######## block 1 ########
==> src/rtl/rv32i_wb_arbiter.sv <==
// rv32i_wb_arbiter: shares the single register-file write port between the
// in-order writeback stage and the MUL/DIV unit. MDU results wait in a small
// FIFO and drain into idle writeback slots; a starvation counter requests a
// pipeline bubble when the FIFO head has waited too long.
// Optional feature: define WB_SCOREBOARD_EN to add the rd_busy output that
// flags destination registers with pending MDU results.
module rv32i_wb_arbiter #(
    parameter int DEPTH        = 4,
    parameter int STARVE_LIMIT = 8
) (
    input  logic                     clk,
    input  logic                     reset,
    input  logic                     pipe_wb_en_in,
    input  logic [4:0]               pipe_wb_reg_in,
    input  logic [31:0]              pipe_wb_data_in,
    input  logic                     mdu_valid,
    input  logic [4:0]               mdu_reg,
    input  logic [31:0]              mdu_data,
    output logic                     mdu_ready,
    output logic                     pipe_stall,
    output logic                     wb_en_out,
    output logic [4:0]               wb_reg_out,
    output logic [31:0]              wb_data,
    output logic [$clog2(DEPTH):0]   fifo_count
`ifdef WB_SCOREBOARD_EN
    ,
    output logic [31:0]              rd_busy
`endif
);

    localparam int PW = $clog2(DEPTH);
    localparam int CW = PW + 1;
    localparam int SW = $clog2(STARVE_LIMIT + 1);

    logic [4:0]       fifo_reg  [DEPTH];
    logic [31:0]      fifo_data [DEPTH];
    logic [DEPTH-1:0] fifo_valid;
    logic [DEPTH-1:0] kill_mask;
    logic [PW-1:0]    rd_ptr;
    logic [PW-1:0]    wr_ptr;
    logic [SW-1:0]    starve_cnt;
    logic [SW-1:0]    starve_next;
    logic             stall_next;
    logic [CW-1:0]    count_next;

    logic full;
    logic push;
    logic pipe_wins;
    logic head_live;
    logic pop_live;
    logic pop_dead;
    logic pop;

    // A valid bit implies the slot is occupied, because pops clear it.
    assign full      = (fifo_count == CW'(DEPTH));
    assign mdu_ready = !full;
    assign push      = mdu_valid && mdu_ready;
    assign pipe_wins = pipe_wb_en_in && (pipe_wb_reg_in != 5'd0);
    assign head_live = (fifo_count != '0) && fifo_valid[rd_ptr];
    assign pop_dead  = (fifo_count != '0) && !fifo_valid[rd_ptr];
    assign pop_live  = head_live && !pipe_wins;
    assign pop       = pop_live || pop_dead;

    // A younger pipe write to the same register makes a buffered MDU result stale.
    for (genvar g = 0; g < DEPTH; g++) begin : g_kill
        assign kill_mask[g] = pipe_wins && (fifo_reg[g] == pipe_wb_reg_in);
    end

    // Occupancy follows pushes and pops; a simultaneous push and pop cancel out.
    always_comb begin
        count_next = fifo_count;
        if (push && !pop) begin
            count_next = fifo_count + CW'(1);
        end else if (!push && pop) begin
            count_next = fifo_count - CW'(1);
        end
    end

    // Count cycles a live head is blocked by the pipe; a full count yields one stall pulse.
    always_comb begin
        starve_next = starve_cnt;
        stall_next  = 1'b0;
        if (pop_live || (fifo_count == '0)) begin
            starve_next = '0;
        end else if (head_live) begin
            if (starve_cnt == SW'(STARVE_LIMIT - 1)) begin
                starve_next = '0;
                stall_next  = 1'b1;
            end else begin
                starve_next = starve_cnt + SW'(1);
            end
        end
    end

    // FIFO payload storage is written only on an accepted push and needs no reset.
    always_ff @(posedge clk) begin
        if (push) begin
            fifo_reg[wr_ptr]  <= mdu_reg;
            fifo_data[wr_ptr] <= mdu_data;
        end
    end

    // FIFO control state: kills first, then the pop clear, then the push wins its slot.
    always_ff @(posedge clk or posedge reset) begin
        if (reset) begin
            fifo_valid <= '0;
            rd_ptr     <= '0;
            wr_ptr     <= '0;
            fifo_count <= '0;
            starve_cnt <= '0;
            pipe_stall <= 1'b0;
        end else begin
            fifo_valid <= fifo_valid & ~kill_mask;
            if (pop) begin
                fifo_valid[rd_ptr] <= 1'b0;
                rd_ptr             <= rd_ptr + PW'(1);
            end
            if (push) begin
                fifo_valid[wr_ptr] <= (mdu_reg != 5'd0);
                wr_ptr             <= wr_ptr + PW'(1);
            end
            fifo_count <= count_next;
            starve_cnt <= starve_next;
            pipe_stall <= stall_next;
        end
    end

    // Register the winning write; address and data hold when nothing is written.
    always_ff @(posedge clk or posedge reset) begin
        if (reset) begin
            wb_en_out  <= 1'b0;
            wb_reg_out <= 5'd0;
            wb_data    <= 32'd0;
        end else if (pipe_wins) begin
            wb_en_out  <= 1'b1;
            wb_reg_out <= pipe_wb_reg_in;
            wb_data    <= pipe_wb_data_in;
        end else if (pop_live) begin
            wb_en_out  <= 1'b1;
            wb_reg_out <= fifo_reg[rd_ptr];
            wb_data    <= fifo_data[rd_ptr];
        end else begin
            wb_en_out  <= 1'b0;
        end
    end

`ifdef WB_SCOREBOARD_EN
    logic [31:0] busy_acc [DEPTH+1];

    // Busy bits: every live buffered destination plus the one being pushed now.
    assign busy_acc[0] = push ? (32'd1 << mdu_reg) : 32'd0;
    for (genvar g = 0; g < DEPTH; g++) begin : g_busy
        assign busy_acc[g+1] = busy_acc[g] |
                               (fifo_valid[g] ? (32'd1 << fifo_reg[g]) : 32'd0);
    end
    assign rd_busy = busy_acc[DEPTH] & ~32'd1;
`endif

endmodule

==> config.mk <==
export PLATFORM = sky130hd
export DESIGN_NAME = rv32i_wb_arbiter
export DESIGN_NICKNAME = d
export VERILOG_FILES = /design/src/rtl/rv32i_wb_arbiter.sv
export SDC_FILE = /design/constraint.sdc
export NUM_CORES = 1
export LEC_CHECK = 0
export CORE_AREA = 2 2 123 125
export CTS_BUF_LIST = sky130_fd_sc_hd__clkbuf_4 sky130_fd_sc_hd__clkbuf_8 sky130_fd_sc_hd__clkbuf_16
export DETAILED_ROUTE_END_ITERATION = 10
export DIE_AREA = 0 0 125 127
export GPL_TIMING_DRIVEN = 0
export PLACE_DENSITY = 0.84
export SLEW_MARGIN = 0
export SYNTH_ARGS = -nofsm -noshare
export SYNTH_HDL_FRONTEND = slang
export SYNTH_SLANG_ARGS = --single-unit
==> constraint.sdc <==
create_clock -name clk -period 6.4 [get_ports clk]
set_input_delay 1.6 -clock clk [delete_from_list [all_inputs] [get_ports clk]]
set_output_delay 1.6 -clock clk [all_outputs]
set_load 0.03 [all_outputs]
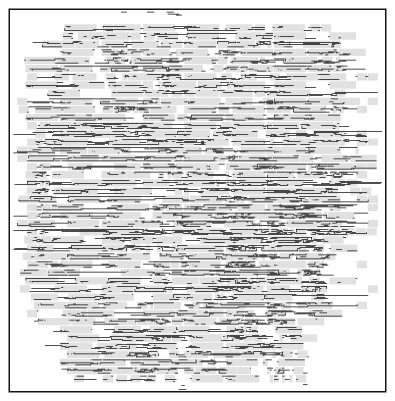
*M1 wires, block 1*
(3 px per micron)
main direction	horizontal
wire length on this layer	7300 microns
share of all routed wire	38%
longest straight run	38.2 microns
nets with wire on the layer	647

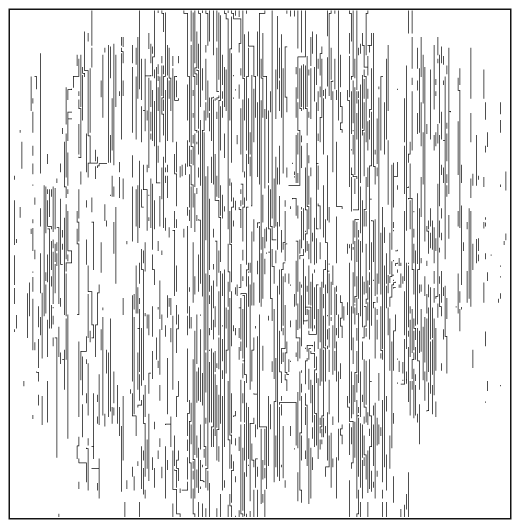
*Signal wires on met2, block 1*
(4 px per micron)
nets with wire on the layer	648
main direction	vertical
share of all routed wire	53%
M2 GR Usage: 45.3%
routed via count: 5005
WL final: 19.4 mm

==> flow_summary.toml <==
# physical design summary
[synthesis]
ff_type = "edfxtp_1"
yosys_warnings = 0
ys_sh_mux_pct = 15.0
largest_area_cell = "edfxtp_1"
synth-area-yosys_sq_um = 8340
edf_count = 148
syn_area_sq_um = 8340
ys_types = 43
syn_nets = 576
simple_gate_area_share_pct = 4.92

[floorplanning]
die_h_microns = 127
tap_cells = 184
io_pins = 121
initial_core_util_pct = 57.8

[final_layout]
clock_area_share_pct = 6.75
finalNonFillerCells = 827
dominant_cells = "flip-flops and latches"
area_growth_pct = 26.4
nonClkBufAreaFrac_pct = 13.4
utilization_pct = 73.1
seq_area_sq_um = 5800
nNonClkBuffers = 149
drive_gt1_share_pct = 16.5

[clocking]
cts_root_buf = "clkbuf_16"
clk_latency_ps = 490
postCtsHoldBufs = 0
ctsResizeCount = 0
clk_pin_slew_ps = 60
clock_sink_count = 202
htree_levels = 1

[critical_path]
cp_max_fo = 6
path_cells = "or3b_2, clkbuf_1, clkdlybuf4s50_1"
worstSetupPathType = "reg -> out"
cp_top_family = "buffers and inverters"
cp.arrival_ps = 2250
cp-start-kind = "register"
cp-end-kind = "primary output"

[drt]
wl_per_cell_microns = 23.4
first_pass_iters = 6
routed_via_density = 6.05
drcViolationCount = 0

[timing]
finalCritPeriodShare_pct = 60.2
hold_ws_ps = 510
fin_ws_ps = 2550
fin_setup_tns_ps = 0
fin_skew_ps = 14.3
fmax_mhz = 259
fin_crit_ps = 3850

[placement]
post_dp_cell_area_sq_um = 9840
dp_hpwl_mm = 12.7
dp.cells = 790
gp_congestion = 0.782

[global_routing]
grt_max_degree = 40
grt_pass1_wl_mm = 30.0
grt_overflow = 0

[pwr]
seqPwrFrac_pct = 38.4
p_int_mw = 3.36
p_switching_mw = 1.71
power-top-group = "registers"
powerSeq_mw = 1.95
combPwrFrac_pct = 37.0

[flow_run]
warning_count = 32

[outcome]
status = "finished clean"
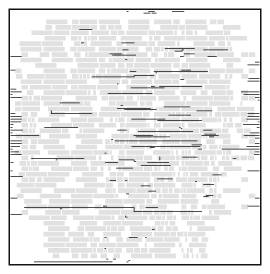
*Signal wires on met3, block 1*
(2 px per micron)
main direction	horizontal
wire length on this layer	1040 microns
share of all routed wire	5.4%
nets with wire on the layer	108

-- path summary, 6_finish.rpt --
| path | start | to | slack (ps) | cells after the start |
|---|---|---|---|---|
| setup / recovery | fifo_count[0] | mdu_ready | 2550 | 3 |
| hold / removal | wb_data[1] | wb_data[1] | 510 | 2 |
| setup reg to reg | rd_ptr[0] | fifo_count[1] | 3650 | 8 |
| hold reg to reg | wb_data[1] | wb_data[1] | 510 | 2 |
| max in group asynchronous | reset | wb_data[26] | 4390 | 3 |
| min in group asynchronous | reset | wb_data[13] | 1430 | 2 |
-- tightest hold or removal path, stage by stage (launching register included) --
cell     delay, ps
dfrtp_1        340
nand3_1         60
o21ai_1         70
-- metal layers --
layer,up-vias,global-route usage [%],part of all wire [%]
li1,2179,-,-
met1,2573,30.7,38
met2,206,45.3,53
met3,47,2.60,5.3
met4,0,9.48,3.6
met5,-,0,0
-- cells in the final DEF, fill, tap and decap left out, types with 15 or more instances in the layout --
| master | count |
|---|---|
| mux2i_1 | 37 |
| mux4_2 | 38 |
| clkdlybuf4s50_1 | 114 |
| xnor2_1 | 15 |
| nand3_1 | 43 |
| clkbuf_16 | 21 |
| o21ai_1 | 33 |
| edfxtp_1 | 148 |
| dfrtp_1 | 54 |

######## block 2 ########
### M1 wires, block 2

(3 px per micron)
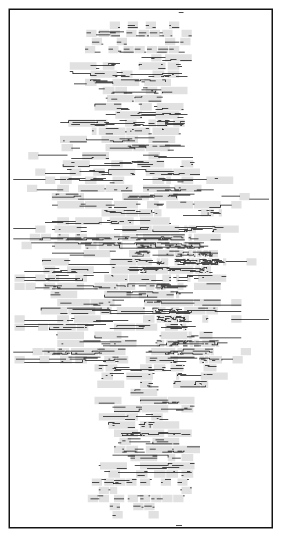
### Signal wires on met2, block 2

(4 px per micron)
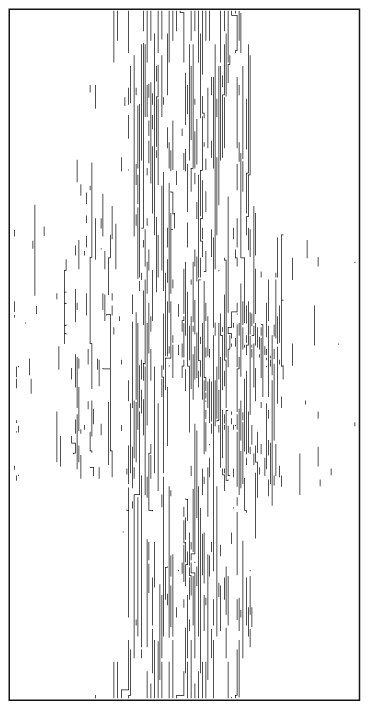
$ cat config.mk
export PLATFORM = sky130hd
export DESIGN_NAME = serial_mag_comparator
export DESIGN_NICKNAME = d
export VERILOG_FILES = /design/src/rtl/serial_cmp_pkg.sv /design/src/rtl/digit_cmp.sv /design/src/rtl/serial_mag_comparator.sv
export SDC_FILE = /design/constraint.sdc
export NUM_CORES = 1
export LEC_CHECK = 0
export CORE_ASPECT_RATIO = 2
export CORE_UTILIZATION = 25
export DETAILED_ROUTE_END_ITERATION = 16
export HOLD_SLACK_MARGIN = 0.1
export SETUP_SLACK_MARGIN = 0.5
export SKIP_LAST_GASP = 1
export SLEW_MARGIN = 20
export SYNTH_ARGS = -nofsm -noshare
export SYNTH_HDL_FRONTEND = slang
export SYNTH_SLANG_ARGS = --single-unit
$ cat constraint.sdc
create_clock -name clk -period 2.88 [get_ports clk]
set_input_delay 0.576 -clock clk [delete_from_list [all_inputs] [get_ports clk]]
set_output_delay 0.576 -clock clk [all_outputs]
set_load 0.005 [all_outputs]
$ cat src/rtl/serial_cmp_pkg.sv
// Shared types and helpers for the digit-serial magnitude comparator.
package serial_cmp_pkg;

  typedef enum logic [1:0] {
    IDLE,
    RUN,
    DONE
  } state_t;

  // One-hot result codes, ordered {eq, gt, lt}
  localparam logic [2:0] EQ = 3'b100;
  localparam logic [2:0] GT = 3'b010;
  localparam logic [2:0] LT = 3'b001;

  function automatic int unsigned num_digits(input int unsigned width,
                                             input int unsigned digit);
    return width / digit;
  endfunction

  // Bits needed to index n digits; never less than one
  function automatic int unsigned idx_width(input int unsigned n);
    int unsigned w;
    w = 1;
    while ((32'd1 << w) < n) w++;
    return w;
  endfunction

endpackage

$ cat src/rtl/digit_cmp.sv
// Combinational compare of one DIGIT-bit slice; top_signed flips the slice MSB
// so a two's-complement top digit orders as offset binary.
module digit_cmp
  import serial_cmp_pkg::*;
#(
  parameter int unsigned DIGIT = 4
) (
  input  logic [DIGIT-1:0] a,
  input  logic [DIGIT-1:0] b,
  input  logic             top_signed,
  output logic             dgt,
  output logic             dlt
);

  logic [DIGIT-1:0] am;
  logic [DIGIT-1:0] bm;

  always_comb begin
    am = a;
    bm = b;
    if (top_signed) begin
      am[DIGIT-1] = ~a[DIGIT-1];
      bm[DIGIT-1] = ~b[DIGIT-1];
    end
    dgt = (am > bm);
    dlt = (am < bm);
  end

endmodule

$ cat src/rtl/serial_mag_comparator.sv
// Multi-cycle magnitude comparator, DIGIT bits per cycle, MSB digit first.
// Define SERIAL_CMP_EARLY_EXIT_EN to finish on the first differing digit.
module serial_mag_comparator
  import serial_cmp_pkg::*;
#(
  parameter int unsigned WIDTH  = 32,
  parameter int unsigned DIGIT  = 4,
  parameter bit          SIGNED = 1'b0
) (
  input  logic             clk,
  input  logic             rst,
  input  logic             start,
  input  logic [WIDTH-1:0] a,
  input  logic [WIDTH-1:0] b,
  output logic             busy,
  output logic             done,
  output logic             eq,
  output logic             gt,
  output logic             lt
);

  localparam int unsigned N  = num_digits(WIDTH, DIGIT);
  localparam int unsigned IW = idx_width(N);
  localparam logic [IW-1:0] TOP_IDX = IW'(N - 1);

  state_t           state, next_state;
  logic [IW-1:0]    idx;
  logic [WIDTH-1:0] a_r, b_r;
  logic [DIGIT-1:0] da, db;
  logic             dgt, dlt, top_signed, exit_now, last, resolved;
  logic [2:0]       run_res, final_res, res;

  assign da = DIGIT'(a_r >> (32'(idx) * DIGIT));
  assign db = DIGIT'(b_r >> (32'(idx) * DIGIT));
  assign top_signed = SIGNED && (idx == TOP_IDX);

  digit_cmp #(.DIGIT(DIGIT)) u_digit (
    .a          (da),
    .b          (db),
    .top_signed (top_signed),
    .dgt        (dgt),
    .dlt        (dlt)
  );

`ifdef SERIAL_CMP_EARLY_EXIT_EN
  assign exit_now = dgt | dlt;
`else
  assign exit_now = 1'b0;
`endif

  assign last = (idx == '0) || exit_now;

  // The digit compared on the final edge counts unless an earlier one resolved
  always_comb begin
    final_res = EQ;
    if (resolved)  final_res = run_res;
    else if (dgt)  final_res = GT;
    else if (dlt)  final_res = LT;
  end

  always_ff @(posedge clk or posedge rst) begin
    if (rst) state <= IDLE;
    else     state <= next_state;
  end

  always_comb begin
    next_state = state;
    busy       = 1'b0;
    done       = 1'b0;
    unique case (state)
      IDLE: if (start) next_state = RUN;
      RUN: begin
        busy = 1'b1;
        if (last) next_state = DONE;
      end
      DONE: begin
        busy       = 1'b1;
        done       = 1'b1;
        next_state = IDLE;
      end
      default: next_state = IDLE;
    endcase
  end

  always_ff @(posedge clk or posedge rst) begin
    if (rst) begin
      idx      <= '0;
      a_r      <= '0;
      b_r      <= '0;
      resolved <= 1'b0;
      run_res  <= EQ;
      res      <= '0;
    end else begin
      unique case (state)
        IDLE: begin
          if (start) begin
            a_r      <= a;
            b_r      <= b;
            idx      <= TOP_IDX;
            resolved <= 1'b0;
            run_res  <= EQ;
          end
        end
        RUN: begin
          if (!resolved && (dgt || dlt)) begin
            resolved <= 1'b1;
            run_res  <= dgt ? GT : LT;
          end
          if (last) res <= final_res;
          else      idx <= idx - IW'(1);
        end
        default: ;
      endcase
    end
  end

  assign {eq, gt, lt} = res;

endmodule

==> flow_summary.toml <==
# physical design summary
[flow_run]
warning_count = 33
cap_violations = 0

[synthesis]
synthTopCellsByCount = "75 x dfrtp_1, 68 x mux2_2, 15 x mux4_2, 12 x o21ai_0"
synth_xor_xnor_area_share_pct = 0
syn_nets = 335
largest_area_cell = "dfrtp_1"
fa_ha_area_share_pct = 3.45
syn_area_sq_um = 3630
edf_count = 0
synth-seq-cells = 76
top_cell = "dfrtp_1"
synth-area-yosys_sq_um = 3630
top_area_share_pct = 51.7
ff_type = "dfrtp_1"
simple_gate_area_share_pct = 2.90

[global_routing]
met3_usage_pct = 2.29
antenna_found_initial = 0

[clocking]
clk_latency_ps = 340
clk_pin_slew_ps = 60
postCtsHoldBufs = 0

[hold_path]
hold_end = "res[0]"
min_delay_path_depth = 1

[timing]
fmax_mhz = 394
fin_crit_ps = 2540
relSlewSlack_pct = 53.7
rsz0062_at_grt = "yes"
hold_ws_ps = 478
fin_skew_ps = 5.71
fin_ws_ps = 341
finalCritPeriodShare_pct = 88.2
finalHoldViolations = 0

[critical_path]
cp_top_family = "multiplexers"
cp-end-kind = "register"
r2r_cells = 9
cp.arrival_ps = 2800
cp_num_cells = 9
cp-endpoint = "run_res[0]"
critPathRequiredTime_ps = 3140
cp_max_fo = 7
crit_slowest_cell = "mux4_2"
worstSetupPathType = "reg -> reg"

[final_layout]
seq_area_sq_um = 1900
nFillCells = 1375
area_growth_pct = 42.2
final_cell_area_sq_um = 5160

[drt]
drcViolationCount = 0
drt_iter0_drc = 123
antenna_left = 0
first_pass_iters = 4

[pwr]
pwr_density_cell_nw_per_um2 = 1260
peakVddDrop_uv = 528
p_leak_nw = 2.09

[outcome]
status = "finished clean"

[placement]
port_buffers = 71
post_dp_cell_area_sq_um = 4620
gp_congestion = 0.755

[floorplanning]
initial_core_util_pct = 25.8
rows = 61
## Picture notes: 'M1 wires' of block 2
nets with wire on the layer	368
wire length on this layer	3090 microns

## Picture notes: 'Signal wires on met2' of block 2
share of all routed wire	59%
main direction	vertical
M2 GR Usage: 25.1%
routed via count: 2360
WL final: 9.02 mm

[power by group]
group	internal [mW]	switching [mW]
clock	0.754	0.438
combinational	1.96	1.39
sequential	1.61	0.342
total	4.32	2.17
[area by class of cell]
class / count / share of cell area (%)
Timing Repair Buffer: 86 / 17.2
Inverter: 11 / 0.873
Sequential cell: 76 / 36.9
Clock buffer: 9 / 4.37
Clock inverter: 7 / 1.77
Tap cell: 189 / 4.59
Multi-Input combinational cell: 156 / 34.3
[placed cells by master, fill, tap and decap left out, types with 3 or more instances in the layout]
cell              n
mux2_4            3
mux2_2           65
ha_1              6
buf_12            3
clkdlybuf4s50_1  71
ha_4              4
a21oi_1           8
buf_4             9
o21ai_1           4
o21ai_0           7
clkbuf_16         9
nand2_1           5
dfrtp_1          74
nand3_1           4
clkinv_2          3
inv_1            10
nor2_1           10
mux4_2           16
[metal layers]
metal  up-vias  wire [microns]
met5         -               0
met4         0             333
met3        15             262
met2        64            5330
met1      1171            3090
li1       1110               -
[state kept, by name, indices dropped and copies added (netlist names)]
register	flops
resolved	1
run_res	3
idx	3
res	3
a_r	32
b_r	32
state	2


==> screenshots <==
M4 wires.
(2 px per micron)
(a)
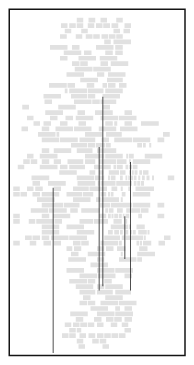
(b)
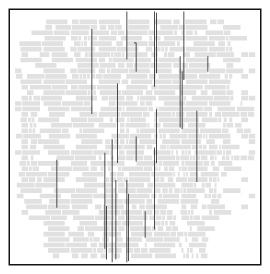
For block 1, see (b).
For block 2, see (a).

Power and IR drop assume default switching activity.
